==================== ifu_fetch_flat
File: src/rtl/ifu_fetch_if.sv
// Instruction-memory handshake between the fetch unit (master) and imem (slave).
// imem_req is held until imem_ack; imem_ack may assert in the same cycle as the request.
interface ifu_fetch_if;
  logic        imem_req;
  logic [31:0] imem_addr;
  logic [31:0] imem_rdata;
  logic        imem_ack;

  modport master (output imem_req, imem_addr, input  imem_rdata, imem_ack);
  modport slave  (input  imem_req, imem_addr, output imem_rdata, imem_ack);
endinterface

File: src/rtl/ifu_fetch.sv
// Fetch unit for the single-cycle MIPS core: owns the PC, fetches one instruction at a time
// over a variable-latency imem handshake, and picks the next PC from commit feedback.
module ifu_fetch #(
  parameter logic [31:0] RESET_PC   = 32'h0000_3000,
  parameter logic [31:0] IMEM_BASE  = 32'h0000_3000,
  parameter int          IMEM_WORDS = 4096
) (
  input  logic               clk,
  input  logic               reset,
  ifu_fetch_if.master        imem,
  output logic [31:0]        instr,
  output logic               instr_valid,
  output logic [31:0]        pc,
  output logic [31:0]        pc4,
  input  logic               commit,
  input  logic [2:0]         nPCSel,
  input  logic               br_cond,
  input  logic [15:0]        imm16,
  input  logic [25:0]        instr_index,
  input  logic [31:0]        jr_target,
  output logic               fault,
  output logic [31:0]        instr_count
);

  typedef enum logic [1:0] {BOOT, REQ, VALID, FAULT} state_t;

  // 33-bit end bound so a window touching the top of the address space cannot wrap.
  localparam logic [32:0] IMEM_END = {1'b0, IMEM_BASE} + (33'(IMEM_WORDS) << 2);

  state_t      state, stateNext;
  logic [31:0] nextPc;
  logic [31:0] brOffset;
  logic        illegal;
  logic        capture, retire, loadPc;

  assign pc4      = pc + 32'd4;
  assign brOffset = {{14{imm16[15]}}, imm16, 2'b00};

  always_comb begin
    nextPc = pc4;
    case (nPCSel)
      3'd1:    nextPc = br_cond ? (pc4 + brOffset) : pc4;
      3'd2:    nextPc = {pc4[31:28], instr_index, 2'b00};
      3'd3:    nextPc = jr_target;
      default: nextPc = pc4;
    endcase
  end

  assign illegal = (nextPc[1:0] != 2'b00) || (nextPc < IMEM_BASE) ||
                   ({1'b0, nextPc} >= IMEM_END);

  always_ff @(posedge clk) begin
    if (!reset) state <= BOOT;
    else        state <= stateNext;
  end

  // Outputs are pure state decodes; BOOT keeps imem_req low for one cycle so a
  // stale ack from before reset can never be taken as a fresh response.
  always_comb begin
    stateNext   = state;
    capture     = 1'b0;
    retire      = 1'b0;
    loadPc      = 1'b0;
    imem.imem_req = 1'b0;
    instr_valid = 1'b0;
    fault       = 1'b0;
    case (state)
      BOOT: stateNext = REQ;
      REQ: begin
        imem.imem_req = 1'b1;
        if (imem.imem_ack) begin
          capture   = 1'b1;
          stateNext = VALID;
        end
      end
      VALID: begin
        instr_valid = 1'b1;
        if (commit) begin
          retire = 1'b1;
          if (illegal) stateNext = FAULT;
          else begin
            loadPc    = 1'b1;
            stateNext = REQ;
          end
        end
      end
      FAULT: fault = 1'b1;
      default: stateNext = BOOT;
    endcase
  end

  assign imem.imem_addr = pc;

  // A faulting commit still retires; pc keeps the faulting instruction's address.
  always_ff @(posedge clk) begin
    if (!reset) begin
      pc          <= RESET_PC;
      instr       <= 32'd0;
      instr_count <= 32'd0;
    end else begin
      if (capture) instr       <= imem.imem_rdata;
      if (loadPc)  pc          <= nextPc;
      if (retire)  instr_count <= instr_count + 32'd1;
    end
  end

endmodule
File: src/flat_wrapper.sv
// flat-port wrapper written by rule: the top's interface ports become plain ports
module ifu_fetch_flat 
#(
  parameter logic [31:0] RESET_PC   = 32'h0000_3000,
  parameter logic [31:0] IMEM_BASE  = 32'h0000_3000,
  parameter int          IMEM_WORDS = 4096
)
  (clk, reset, instr, instr_valid, pc, pc4, commit, nPCSel, br_cond, imm16, instr_index, jr_target, fault, instr_count, imem_imem_req, imem_imem_addr, imem_imem_rdata, imem_imem_ack);
  ifu_fetch_if imem_i ();
  input  logic clk;
  input  logic reset;
  output logic [31:0] instr;
  output logic instr_valid;
  output logic [31:0] pc;
  output logic [31:0] pc4;
  input  logic commit;
  input  logic [2:0] nPCSel;
  input  logic br_cond;
  input  logic [15:0] imm16;
  input  logic [25:0] instr_index;
  input  logic [31:0] jr_target;
  output logic fault;
  output logic [31:0] instr_count;
  output wire logic [$bits(imem_i.imem_req)-1:0] imem_imem_req;
  output wire logic [$bits(imem_i.imem_addr)-1:0] imem_imem_addr;
  input wire logic [$bits(imem_i.imem_rdata)-1:0] imem_imem_rdata;
  input wire logic [$bits(imem_i.imem_ack)-1:0] imem_imem_ack;
  assign imem_imem_req = imem_i.imem_req;
  assign imem_imem_addr = imem_i.imem_addr;
  assign imem_i.imem_rdata = imem_imem_rdata;
  assign imem_i.imem_ack = imem_imem_ack;
  ifu_fetch #(.RESET_PC(RESET_PC), .IMEM_BASE(IMEM_BASE), .IMEM_WORDS(IMEM_WORDS)) u_core (.clk(clk), .reset(reset), .imem(imem_i), .instr(instr), .instr_valid(instr_valid), .pc(pc), .pc4(pc4), .commit(commit), .nPCSel(nPCSel), .br_cond(br_cond), .imm16(imm16), .instr_index(instr_index), .jr_target(jr_target), .fault(fault), .instr_count(instr_count));
endmodule
File: config.mk
export PLATFORM = sky130hd
export DESIGN_NAME = ifu_fetch_flat
export DESIGN_NICKNAME = d
export VERILOG_FILES = /design/src/rtl/ifu_fetch_if.sv /design/src/rtl/ifu_fetch.sv /design/src/flat_wrapper.sv
export SDC_FILE = /design/constraint.sdc
export NUM_CORES = 1
export LEC_CHECK = 0
export CORE_MARGIN = 5
export CORE_UTILIZATION = 50
export DETAILED_ROUTE_END_ITERATION = 7
export GPL_TIMING_DRIVEN = 0
export PLACE_DENSITY = 0.88
export SYNTH_ARGS = -nofsm -noshare
export SYNTH_HDL_FRONTEND = slang
export SYNTH_SLANG_ARGS = --single-unit
File: constraint.sdc
create_clock -name clk -period 13.7 [get_ports clk]
set_input_delay 3.425 -clock clk [delete_from_list [all_inputs] [get_ports clk]]
set_output_delay 3.425 -clock clk [all_outputs]
set_load 0.02 [all_outputs]
Fig. 1: ifu_fetch_flat, logic cells by family
Drawn at 2 px/um.
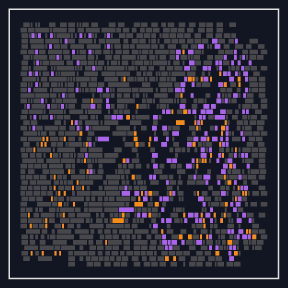
Key: nor cells = orange [cells 112, most used nor2_1]; aoi and oai cells = purple [cells 208, most used a21oi_1, where widely spread]

Fig. 2: ifu_fetch_flat, wiring by layer
Drawn at 4 px/um.
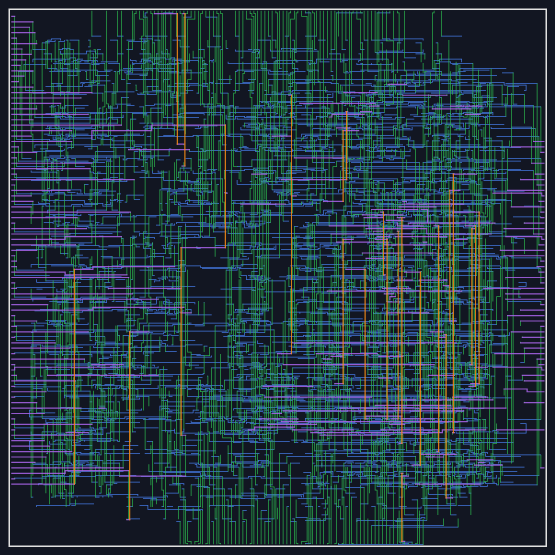
Key: metal 1 = blue [wire length 11600 um]; metal 2 = green [wire length 13600 um]; metal 4 = orange [wire length 962 um]; metal 3 = purple [wire length 2420 um]

==> notes.md <==
State of the implementation.

- Hold-check failures listed in the final report amount to 0.
- STA shows the worst min-delay path finishing at u_core.instr[1]$_SDFFE_PN0P_.
- In this run, the combinational gates consume 22.3% of the power.
- The final cell count without fillers is 1494, for reference.
- The initialized floorplan defines 45 standard-cell rows.
- Looking at the gate-level netlist, the highest instance count belongs to nand2_1.
- The number of standard cells reported by yosys is between 1000 and 1500, for reference.
- The final clock skew is between 0.006 and 0.007 ns, for reference.
- The stage delay of the slowest cell on the critical path is 0.87 ns, for reference.
- The remaining routing DRC violations is 0, for reference.
- The core occupancy in the finished layout is 72.5%, for reference.
- The type of origin of the critical path is a primary input, for reference.
- The design internal power is around 0.54 mW, for reference.
- The most common logic cell in the routed design is clkdlybuf4s50_1, for reference.
- The final-stage net count is 1454, for reference.
- The via count of the first global-routing pass is 8380, for reference.
- The non-clock buffer share of cell area is 29.2%, for reference.
- The number of clock sinks seen by CTS is 98, for reference.
- The total length of routed wires is roughly 29 mm, for reference.
- The non-clock inverters instantiated in the layout total 25.
- The OpenROAD warning count is 32, for reference.
- For this run, global-route usage on met2 was measured as 51.7%.
- The run finished with clean final reports.
- Per the OpenROAD power report, leakage power amounts to 4.25 nW.
- The placement stage leaves a total instance area of approximately 11000 um2.
- Across all layers, the routed design uses 8701 vias.

==================== serial_borrow_subtractor_flat
==> src/rtl/serial_borrow_subtractor_if.sv <==
// rtl/serial_borrow_subtractor_if.sv - operand/result bundle for the bit-serial subtractor
//
// Purpose: groups the start/done handshake, the operand inputs and the
// registered result outputs of serial_borrow_subtractor into one port.
//
// Signals:
//   start  requester -> subtractor  request a new operation
//   a      requester -> subtractor  minuend (WIDTH bits)
//   b      requester -> subtractor  subtrahend (WIDTH bits)
//   bin    requester -> subtractor  borrow-in
//   busy   subtractor -> requester  serial operation in progress
//   done   subtractor -> requester  one-cycle result-valid pulse
//   diff   subtractor -> requester  difference (WIDTH bits), held
//   bout   subtractor -> requester  borrow-out, held
//   ovf    subtractor -> requester  signed overflow, held
//
// Modports: master = requester side, slave = subtractor side.

interface serial_borrow_subtractor_if #(
  parameter int WIDTH = 4
);
  logic             start;
  logic [WIDTH-1:0] a;
  logic [WIDTH-1:0] b;
  logic             bin;
  logic             busy;
  logic             done;
  logic [WIDTH-1:0] diff;
  logic             bout;
  logic             ovf;

  modport master (
    output start, a, b, bin,
    input  busy, done, diff, bout, ovf
  );

  modport slave (
    input  start, a, b, bin,
    output busy, done, diff, bout, ovf
  );
endinterface

==> src/rtl/serial_borrow_subtractor.sv <==
// rtl/serial_borrow_subtractor.sv - bit-serial a - b - bin with registered borrow
//
// Purpose: computes {bout, diff} = {1'b0, a} - b - bin one bit per clock,
// LSB first. An accepted start latches the operands; WIDTH SHIFT cycles
// follow, then a single DONE cycle in which done pulses. diff, bout and ovf
// are updated only on the edge entering DONE (or cleared by reset) and are
// held otherwise. A start seen in DONE chains straight into the next SHIFT,
// giving one result per WIDTH+1 cycles.
//
// Ports:
//   clk    rising-edge clock
//   rst_n  asynchronous active-low reset
//   bus    slave side of serial_borrow_subtractor_if
//          (start/a/b/bin in; busy/done/diff/bout/ovf out)

module serial_borrow_subtractor #(
  parameter int WIDTH = 4
) (
  input  logic                        clk,
  input  logic                        rst_n,
  serial_borrow_subtractor_if.slave   bus
);

  localparam int CW = (WIDTH > 2) ? $clog2(WIDTH) : 1;
  localparam logic [CW-1:0] LAST_BIT = CW'(WIDTH - 1);

  typedef enum logic [1:0] {
    S_IDLE  = 2'd0,
    S_SHIFT = 2'd1,
    S_DONE  = 2'd2
  } state_t;

  state_t           state_q, state_d;

  // Operand shift registers: the bit being processed is always at [0].
  logic [WIDTH-1:0] a_q, a_d;
  logic [WIDTH-1:0] b_q, b_d;
  // Partial result: each new bit enters at the MSB and moves down, so after
  // WIDTH shifts bit i sits at position i.
  logic [WIDTH-1:0] res_q, res_d;
  logic             brw_q, brw_d;
  logic [CW-1:0]    cnt_q, cnt_d;
  // Operand sign bits are shifted out of a_q/b_q, so keep copies for ovf.
  logic             a_msb_q, a_msb_d;
  logic             b_msb_q, b_msb_d;

  logic [WIDTH-1:0] diff_q, diff_d;
  logic             bout_q, bout_d;
  logic             ovf_q, ovf_d;
  logic             done_q, done_d;

  // Full-subtractor cell for the current bit.
  logic bit_a;
  logic bit_b;
  logic d_bit;
  logic brw_next;

  assign bit_a    = a_q[0];
  assign bit_b    = b_q[0];
  assign d_bit    = bit_a ^ bit_b ^ brw_q;
  assign brw_next = (~bit_a & bit_b) | (~bit_a & brw_q) | (bit_b & brw_q);

  always_comb begin
    state_d  = state_q;
    a_d      = a_q;
    b_d      = b_q;
    res_d    = res_q;
    brw_d    = brw_q;
    cnt_d    = cnt_q;
    a_msb_d  = a_msb_q;
    b_msb_d  = b_msb_q;
    diff_d   = diff_q;
    bout_d   = bout_q;
    ovf_d    = ovf_q;
    done_d   = 1'b0;

    case (state_q)
      S_IDLE: begin
        if (bus.start) begin
          state_d = S_SHIFT;
          a_d     = bus.a;
          b_d     = bus.b;
          brw_d   = bus.bin;
          res_d   = '0;
          cnt_d   = '0;
          a_msb_d = bus.a[WIDTH-1];
          b_msb_d = bus.b[WIDTH-1];
        end
      end

      S_SHIFT: begin
        a_d   = {1'b0, a_q[WIDTH-1:1]};
        b_d   = {1'b0, b_q[WIDTH-1:1]};
        res_d = {d_bit, res_q[WIDTH-1:1]};
        brw_d = brw_next;
        if (cnt_q == LAST_BIT) begin
          // Last bit: publish the result on the edge that enters DONE.
          // The counter is left at its final value rather than wrapping.
          state_d = S_DONE;
          diff_d  = {d_bit, res_q[WIDTH-1:1]};
          bout_d  = brw_next;
          ovf_d   = (a_msb_q != b_msb_q) && (d_bit != a_msb_q);
          done_d  = 1'b1;
        end else begin
          cnt_d = cnt_q + 1'b1;
        end
      end

      S_DONE: begin
        if (bus.start) begin
          state_d = S_SHIFT;
          a_d     = bus.a;
          b_d     = bus.b;
          brw_d   = bus.bin;
          res_d   = '0;
          cnt_d   = '0;
          a_msb_d = bus.a[WIDTH-1];
          b_msb_d = bus.b[WIDTH-1];
        end else begin
          state_d = S_IDLE;
        end
      end

      default: begin
        state_d = S_IDLE;
      end
    endcase
  end

  always_ff @(posedge clk or negedge rst_n) begin
    if (!rst_n) begin
      state_q <= S_IDLE;
      a_q     <= '0;
      b_q     <= '0;
      res_q   <= '0;
      brw_q   <= 1'b0;
      cnt_q   <= '0;
      a_msb_q <= 1'b0;
      b_msb_q <= 1'b0;
      diff_q  <= '0;
      bout_q  <= 1'b0;
      ovf_q   <= 1'b0;
      done_q  <= 1'b0;
    end else begin
      state_q <= state_d;
      a_q     <= a_d;
      b_q     <= b_d;
      res_q   <= res_d;
      brw_q   <= brw_d;
      cnt_q   <= cnt_d;
      a_msb_q <= a_msb_d;
      b_msb_q <= b_msb_d;
      diff_q  <= diff_d;
      bout_q  <= bout_d;
      ovf_q   <= ovf_d;
      done_q  <= done_d;
    end
  end

  assign bus.busy = (state_q == S_SHIFT);
  assign bus.done = done_q;
  assign bus.diff = diff_q;
  assign bus.bout = bout_q;
  assign bus.ovf  = ovf_q;

endmodule

==> src/flat_wrapper.sv <==
// flat-port wrapper written by rule: the top's interface ports become plain ports
module serial_borrow_subtractor_flat 
#(
  parameter int WIDTH = 4
)
  (clk, rst_n, bus_start, bus_a, bus_b, bus_bin, bus_busy, bus_done, bus_diff, bus_bout, bus_ovf);
  serial_borrow_subtractor_if #(.WIDTH(WIDTH)) bus_i ();
  input  logic clk;
  input  logic rst_n;
  input wire logic [$bits(bus_i.start)-1:0] bus_start;
  input wire logic [$bits(bus_i.a)-1:0] bus_a;
  input wire logic [$bits(bus_i.b)-1:0] bus_b;
  input wire logic [$bits(bus_i.bin)-1:0] bus_bin;
  output wire logic [$bits(bus_i.busy)-1:0] bus_busy;
  output wire logic [$bits(bus_i.done)-1:0] bus_done;
  output wire logic [$bits(bus_i.diff)-1:0] bus_diff;
  output wire logic [$bits(bus_i.bout)-1:0] bus_bout;
  output wire logic [$bits(bus_i.ovf)-1:0] bus_ovf;
  assign bus_i.start = bus_start;
  assign bus_i.a = bus_a;
  assign bus_i.b = bus_b;
  assign bus_i.bin = bus_bin;
  assign bus_busy = bus_i.busy;
  assign bus_done = bus_i.done;
  assign bus_diff = bus_i.diff;
  assign bus_bout = bus_i.bout;
  assign bus_ovf = bus_i.ovf;
  serial_borrow_subtractor #(.WIDTH(WIDTH)) u_core (.clk(clk), .rst_n(rst_n), .bus(bus_i));
endmodule
==> config.mk <==
export PLATFORM = sky130hd
export DESIGN_NAME = serial_borrow_subtractor_flat
export DESIGN_NICKNAME = d
export VERILOG_FILES = /design/src/rtl/serial_borrow_subtractor_if.sv /design/src/rtl/serial_borrow_subtractor.sv /design/src/flat_wrapper.sv
export SDC_FILE = /design/constraint.sdc
export NUM_CORES = 1
export LEC_CHECK = 0
export CORE_MARGIN = 10
export CORE_UTILIZATION = 49
export CTS_BUF_LIST = sky130_fd_sc_hd__clkbuf_8
export CTS_CLUSTER_SIZE = 10
export DETAILED_ROUTE_END_ITERATION = 10
export PLACE_DENSITY = 0.86
export SLEW_MARGIN = 20
export SYNTH_ARGS = -nofsm -noshare
export SYNTH_HDL_FRONTEND = slang
export SYNTH_SLANG_ARGS = --single-unit
==> constraint.sdc <==
create_clock -name clk -period 1.44 [get_ports clk]
set_input_delay 0.216 -clock clk [delete_from_list [all_inputs] [get_ports clk]]
set_output_delay 0.216 -clock clk [all_outputs]
set_load 0.02 [all_outputs]
==> notes.md <==
State of the implementation.

- The flow ran to the end, but the final reports show violations.
- The final reports fail on setup timing.
- The floorplan die height is approximately 70 um, for reference.
- The layout has 185 filler cells.
- The number of resized instances in the post-cts repair step is 10, for reference.
- The routed wirelength on the met1 layer is recorded as 1.11 mm.
- The biggest area consumer among synthesized cells is dfrtp_1, for reference.
- The setup slack of the critical path after layout is -0.0962 ns, for reference.
- For reference, the critical path is launched at u_core.brw_q$_DFFE_PN0P_.
- The post-synthesis net count is 121, for reference.
- The longest clock path from root to sink contains 2 buffers.
- The layer with the highest usage is met2, for reference.
- The tightest slew margin relative to the limit is 78.7%, for reference.
- The layout report lists the combined flip-flop and latch area as 626 um2.
- The non-clock buffer share of cell area is 18.1%, for reference.
- TritonRoute reported its final design rule violation total as 0.
- Checking hold timing, the worst path is listed with class in2async.
- The number of primary I/O pins is 20, for reference.
- The STA report counts the stages on the worst setup path as 4.
- Looking at the post-CTS report, the setup buffer insertion count equals 0.
- A synthesized cell averages 11.3 um2.
- In this run the clock root is driven by a clkbuf_8.
- Excluding fillers, the count of instances in the completed layout stands at between 150 and 200.
- STA lists the startpoint of the worst register-to-register path as u_core.brw_q$_DFFE_PN0P_.
- The flow reported a cell area power density of 2120 nW/um2.
- The fraction of power consumed by combinational cells is 49.5%, for reference.
- Per the finish-stage timing summary, setup violations number 1.
- After synthesis the cells add up to 1210 um2.
- The count of buffering cells on the critical path with inverters included is 1, for reference.
- The Yosys warning count is 0, for reference.
Fig. 3: serial_borrow_subtractor_flat, clock routing
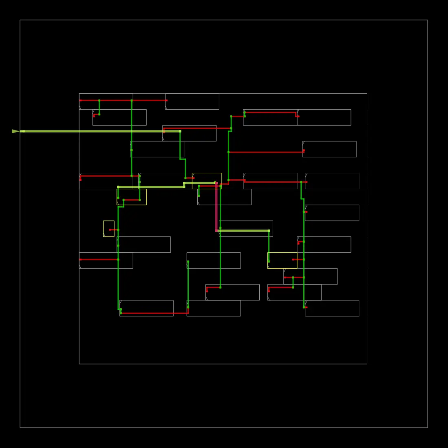
number of CTS-inserted buffers: 3
setup clock skew after layout: 0.00813 ns
clk_buf instances: 3
number of sequential cells: 25

Fig. 4: serial_borrow_subtractor_flat, wiring by layer
Drawn at 6 px/um.
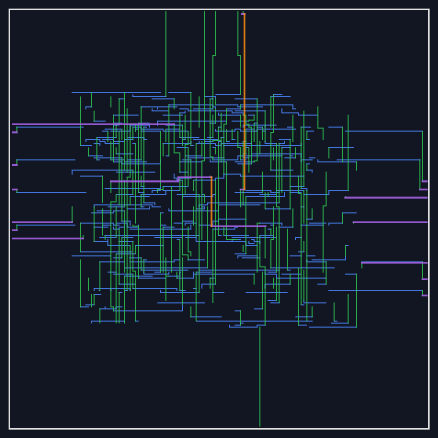
Key: metal 4 = orange [wire length 37.4 um]; metal 1 = blue [wire length 1110 um]; metal 2 = green [wire length 1190 um]; metal 3 = purple [wire length 118 um]


==================== clmul16_seq_ctrl_flat
Fig. 5: clmul16_seq_ctrl_flat, logic cells by family
Drawn at 3 px/um.
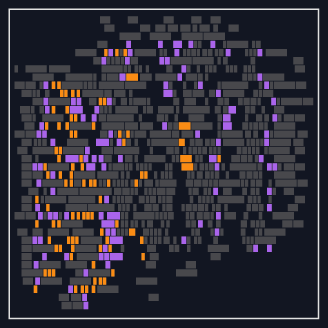
Fig. 6: clmul16_seq_ctrl_flat, clock network drawn from the DEF
Drawn at 3 px/um.
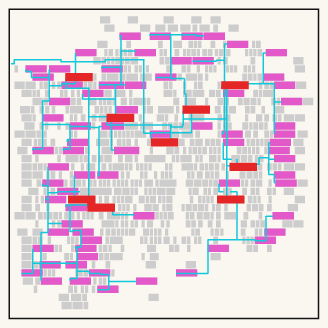
--- src/rtl/clmul16_seq_ctrl_pkg.sv ---
// Shared definitions for the sequential carry-less multiplier controller.
//   DIGIT_W    : width of one operand digit fed to the 4x4 core
//   CORE_OUT_W : width of the 4x4 carry-less core product
//   calc_w/p   : operand and product widths derived from the digit count
//   state_t    : controller state encoding
package clmul16_seq_ctrl_pkg;

    localparam int DIGIT_W    = 4;
    localparam int CORE_OUT_W = 7;

    function automatic int calc_w(input int n_digits);
        return DIGIT_W * n_digits;
    endfunction

    // Degree of the product is at most 2W-2, so only 2W-1 bits are needed.
    function automatic int calc_p(input int n_digits);
        return 2 * DIGIT_W * n_digits - 1;
    endfunction

    typedef enum logic [1:0] {
        IDLE = 2'd0,
        BUSY = 2'd1,
        DONE = 2'd2
    } state_t;

endpackage

--- src/rtl/clmul16_seq_ctrl_if.sv ---
// Operand/result handshake bundle for clmul16_seq_ctrl.
//   in_valid/in_ready/in_a/in_b : operand pair channel (source -> controller)
//   out_valid/out_ready/out_d   : product channel (controller -> sink)
//   modport slave  : controller side
//   modport master : environment side (operand source + result sink)
interface clmul16_seq_ctrl_if #(
    parameter int N_DIGITS = 4
);
    import clmul16_seq_ctrl_pkg::*;

    localparam int W = calc_w(N_DIGITS);
    localparam int P = calc_p(N_DIGITS);

    logic         in_valid;
    logic         in_ready;
    logic [W-1:0] in_a;
    logic [W-1:0] in_b;
    logic         out_valid;
    logic         out_ready;
    logic [P-1:0] out_d;

    modport slave (
        input  in_valid, in_a, in_b, out_ready,
        output in_ready, out_valid, out_d
    );

    modport master (
        output in_valid, in_a, in_b, out_ready,
        input  in_ready, out_valid, out_d
    );

endinterface

--- src/rtl/clmul16_seq_ctrl_ks4.sv ---
// Combinational 4x4 carry-less multiplier using one Karatsuba level.
//   a, b : 4-bit polynomials over GF(2)
//   p    : 7-bit product a*b
// Three 2x2 products replace four: z1 = (a0^a1)(b0^b1) ^ z0 ^ z2.
module clmul16_seq_ctrl_ks4
    import clmul16_seq_ctrl_pkg::*;
(
    input  logic [DIGIT_W-1:0]    a,
    input  logic [DIGIT_W-1:0]    b,
    output logic [CORE_OUT_W-1:0] p
);

    function automatic logic [2:0] mul2(input logic [1:0] x, input logic [1:0] y);
        return {x[1] & y[1], (x[1] & y[0]) ^ (x[0] & y[1]), x[0] & y[0]};
    endfunction

    logic [2:0] z0;
    logic [2:0] z2;
    logic [2:0] zm;
    logic [2:0] z1;

    always_comb begin
        z0 = mul2(a[1:0], b[1:0]);
        z2 = mul2(a[3:2], b[3:2]);
        zm = mul2(a[1:0] ^ a[3:2], b[1:0] ^ b[3:2]);
        z1 = zm ^ z0 ^ z2;
        p  = {z2, 4'b0000} ^ {2'b00, z1, 2'b00} ^ {4'b0000, z0};
    end

endmodule

--- src/rtl/clmul16_seq_ctrl.sv ---
// Sequential carry-less multiplier controller.
// One 4x4 core is reused for all N_DIGITS^2 digit pairs; partial products
// are shifted by 4*(i+j) and XOR-accumulated into the product register.
//   clk   : rising-edge clock
//   rst_n : synchronous active-low reset
//   bus   : operand/result handshake (slave side)
//   busy  : high while the digit-pair loop is running
module clmul16_seq_ctrl
    import clmul16_seq_ctrl_pkg::*;
#(
    parameter int N_DIGITS = 4
) (
    input  logic               clk,
    input  logic               rst_n,
    clmul16_seq_ctrl_if.slave  bus,
    output logic               busy
);

    localparam int W     = calc_w(N_DIGITS);
    localparam int P     = calc_p(N_DIGITS);
    localparam int CNT_W = (N_DIGITS > 1) ? $clog2(N_DIGITS) : 1;
    localparam logic [CNT_W-1:0] LAST = CNT_W'(N_DIGITS - 1);

    state_t           state_reg;
    logic [W-1:0]     a_reg;
    logic [W-1:0]     b_reg;
    logic [P-1:0]     acc_reg;
    logic [CNT_W-1:0] i_reg;
    logic [CNT_W-1:0] j_reg;
    logic             in_ready_reg;
    logic             out_valid_reg;
    logic             busy_reg;

    // Digit views of the captured operands.
    logic [DIGIT_W-1:0] a_digit [N_DIGITS];
    logic [DIGIT_W-1:0] b_digit [N_DIGITS];

    genvar gi;
    generate
        for (gi = 0; gi < N_DIGITS; gi++) begin : g_digit
            assign a_digit[gi] = a_reg[gi*DIGIT_W +: DIGIT_W];
            assign b_digit[gi] = b_reg[gi*DIGIT_W +: DIGIT_W];
        end
    endgenerate

    logic [CORE_OUT_W-1:0] core_p;
    logic [P-1:0]          shifted;

    clmul16_seq_ctrl_ks4 u_ks4 (
        .a (a_digit[i_reg]),
        .b (b_digit[j_reg]),
        .p (core_p)
    );

    // Highest placement is 4*(2N-2)+6 = P-1, so nothing is lost off the top.
    always_comb begin
        shifted = P'(core_p) << (DIGIT_W * (int'(i_reg) + int'(j_reg)));
    end

    always_ff @(posedge clk) begin
        if (!rst_n) begin
            state_reg     <= IDLE;
            a_reg         <= '0;
            b_reg         <= '0;
            acc_reg       <= '0;
            i_reg         <= '0;
            j_reg         <= '0;
            in_ready_reg  <= 1'b1;
            out_valid_reg <= 1'b0;
            busy_reg      <= 1'b0;
        end else begin
            case (state_reg)
                IDLE: begin
                    if (bus.in_valid) begin
                        a_reg        <= bus.in_a;
                        b_reg        <= bus.in_b;
                        acc_reg      <= '0;
                        i_reg        <= '0;
                        j_reg        <= '0;
                        in_ready_reg <= 1'b0;
                        busy_reg     <= 1'b1;
                        state_reg    <= BUSY;
                    end
                end
                BUSY: begin
                    acc_reg <= acc_reg ^ shifted;
                    if (j_reg == LAST) begin
                        j_reg <= '0;
                        if (i_reg == LAST) begin
                            busy_reg      <= 1'b0;
                            out_valid_reg <= 1'b1;
                            state_reg     <= DONE;
                        end else begin
                            i_reg <= i_reg + 1'b1;
                        end
                    end else begin
                        j_reg <= j_reg + 1'b1;
                    end
                end
                DONE: begin
                    if (bus.out_ready) begin
                        out_valid_reg <= 1'b0;
                        in_ready_reg  <= 1'b1;
                        state_reg     <= IDLE;
                    end
                end
                default: begin
                    state_reg     <= IDLE;
                    in_ready_reg  <= 1'b1;
                    out_valid_reg <= 1'b0;
                    busy_reg      <= 1'b0;
                end
            endcase
        end
    end

    assign bus.in_ready  = in_ready_reg;
    assign bus.out_valid = out_valid_reg;
    assign bus.out_d     = acc_reg;
    assign busy          = busy_reg;

endmodule

--- src/flat_wrapper.sv ---
// flat-port wrapper written by rule: the top's interface ports become plain ports
module clmul16_seq_ctrl_flat import clmul16_seq_ctrl_pkg::*;
#(
    parameter int N_DIGITS = 4
)
  (clk, rst_n, busy, bus_in_valid, bus_in_a, bus_in_b, bus_out_ready, bus_in_ready, bus_out_valid, bus_out_d);
  clmul16_seq_ctrl_if #(.N_DIGITS(N_DIGITS)) bus_i ();
  input  logic clk;
  input  logic rst_n;
  output logic busy;
  input wire logic [$bits(bus_i.in_valid)-1:0] bus_in_valid;
  input wire logic [$bits(bus_i.in_a)-1:0] bus_in_a;
  input wire logic [$bits(bus_i.in_b)-1:0] bus_in_b;
  input wire logic [$bits(bus_i.out_ready)-1:0] bus_out_ready;
  output wire logic [$bits(bus_i.in_ready)-1:0] bus_in_ready;
  output wire logic [$bits(bus_i.out_valid)-1:0] bus_out_valid;
  output wire logic [$bits(bus_i.out_d)-1:0] bus_out_d;
  assign bus_i.in_valid = bus_in_valid;
  assign bus_i.in_a = bus_in_a;
  assign bus_i.in_b = bus_in_b;
  assign bus_i.out_ready = bus_out_ready;
  assign bus_in_ready = bus_i.in_ready;
  assign bus_out_valid = bus_i.out_valid;
  assign bus_out_d = bus_i.out_d;
  clmul16_seq_ctrl #(.N_DIGITS(N_DIGITS)) u_core (.clk(clk), .rst_n(rst_n), .bus(bus_i), .busy(busy));
endmodule
--- config.mk ---
export PLATFORM = sky130hd
export DESIGN_NAME = clmul16_seq_ctrl_flat
export DESIGN_NICKNAME = d
export VERILOG_FILES = /design/src/rtl/clmul16_seq_ctrl_pkg.sv /design/src/rtl/clmul16_seq_ctrl_if.sv /design/src/rtl/clmul16_seq_ctrl_ks4.sv /design/src/rtl/clmul16_seq_ctrl.sv /design/src/flat_wrapper.sv
export SDC_FILE = /design/constraint.sdc
export NUM_CORES = 1
export LEC_CHECK = 0
export ABC_AREA = 1
export CAP_MARGIN = 30
export CORE_UTILIZATION = 40
export CTS_BUF_LIST = sky130_fd_sc_hd__clkbuf_16
export DETAILED_ROUTE_END_ITERATION = 8
export GPL_TIMING_DRIVEN = 0
export HOLD_SLACK_MARGIN = 0.08
export PLACE_DENSITY = 0.73
export SYNTH_ARGS = -nofsm -noshare
export SYNTH_HDL_FRONTEND = slang
export SYNTH_HIERARCHICAL = 1
export SYNTH_SLANG_ARGS = --single-unit
export TNS_END_PERCENT = 50
--- constraint.sdc ---
create_clock -name clk -period 2.5 [get_ports clk]
set_input_delay 0.5 -clock clk [delete_from_list [all_inputs] [get_ports clk]]
set_output_delay 0.5 -clock clk [all_outputs]
set_load 0.05 [all_outputs]
==> notes.md <==
State of the implementation.

- The HPWL after detailed placement is roughly 8 mm.
- At the end of the flow, the number of nets in the layout was 750.
- The width of the chip is 103 um, for reference.
- The share of the synthesized area in the top cell type is 35.6%, for reference.
- The detailed-routing iteration count for the pre-antenna-repair pass is 5, for reference.
- In the post-route analysis, the smallest setup slack over all paths is 0.152 ns.
- The final-layout fill cell count is a little over 900, for reference.
- In this run the cell area measured after placement is between 4000 and 5000 um2.
- The layer with the highest usage is met2, for reference.
- The number of max-slew violations in the final report is 0, for reference.
- The final layout reports a setup TNS of 0 ns.
- The Yosys warning count is 6, for reference.
- Dividing the final minimum period by the clock period gives 93.9%.
- The run finished with clean final reports.
- The total setup violations reported at the end of the flow is 0, for reference.
- For hold timing, the worst endpoint is u_core/bus.in_ready$_SDFFE_PN1P_.
- The flip-flop count of the largest register after layout is 31, for reference.
- The register share after synthesis is 35.6%, for reference.
## Picture notes: Fig. 5
Key: aoi and oai cells = purple [cells 104, most used o21ai_0, where widely spread]; nor cells = orange [cells 89, most used nor2_1]

## Picture notes: Fig. 6
Key: clock drivers = red [count 9]; flip-flops = magenta [count 72]; clock wires = cyan [length 901 um]
There are 10 routed clock nets. Position of the flops: widely spread.



==> screenshots <==
Power grid.
Plate I
Drawn at 4 px/um. Pins as bars on the die edge.
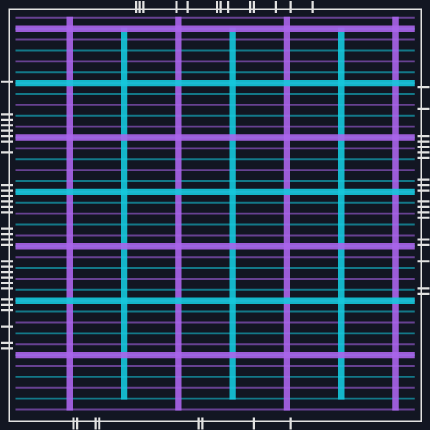
Plate II
Drawn at 3 px/um. Pins as bars on the die edge.
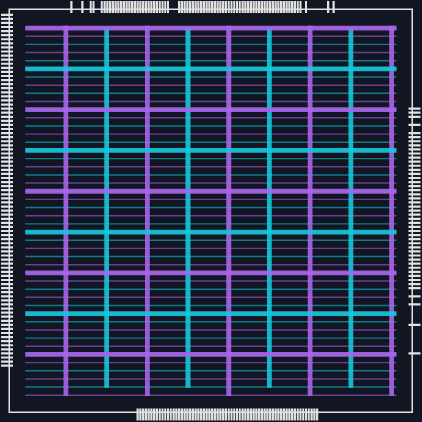
Plate III
Drawn at 6 px/um. Pins as bars on the die edge.
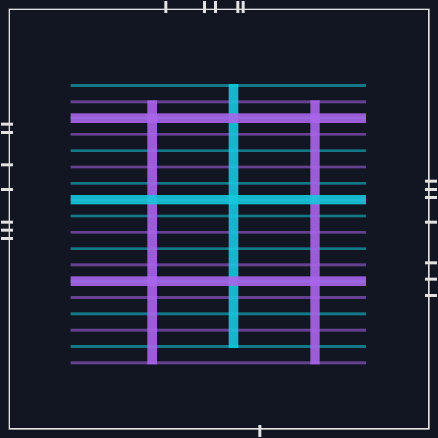
Plate I: clmul16_seq_ctrl_flat
Plate III: serial_borrow_subtractor_flat
Plate II: ifu_fetch_flat

Power and IR drop assume default switching activity.
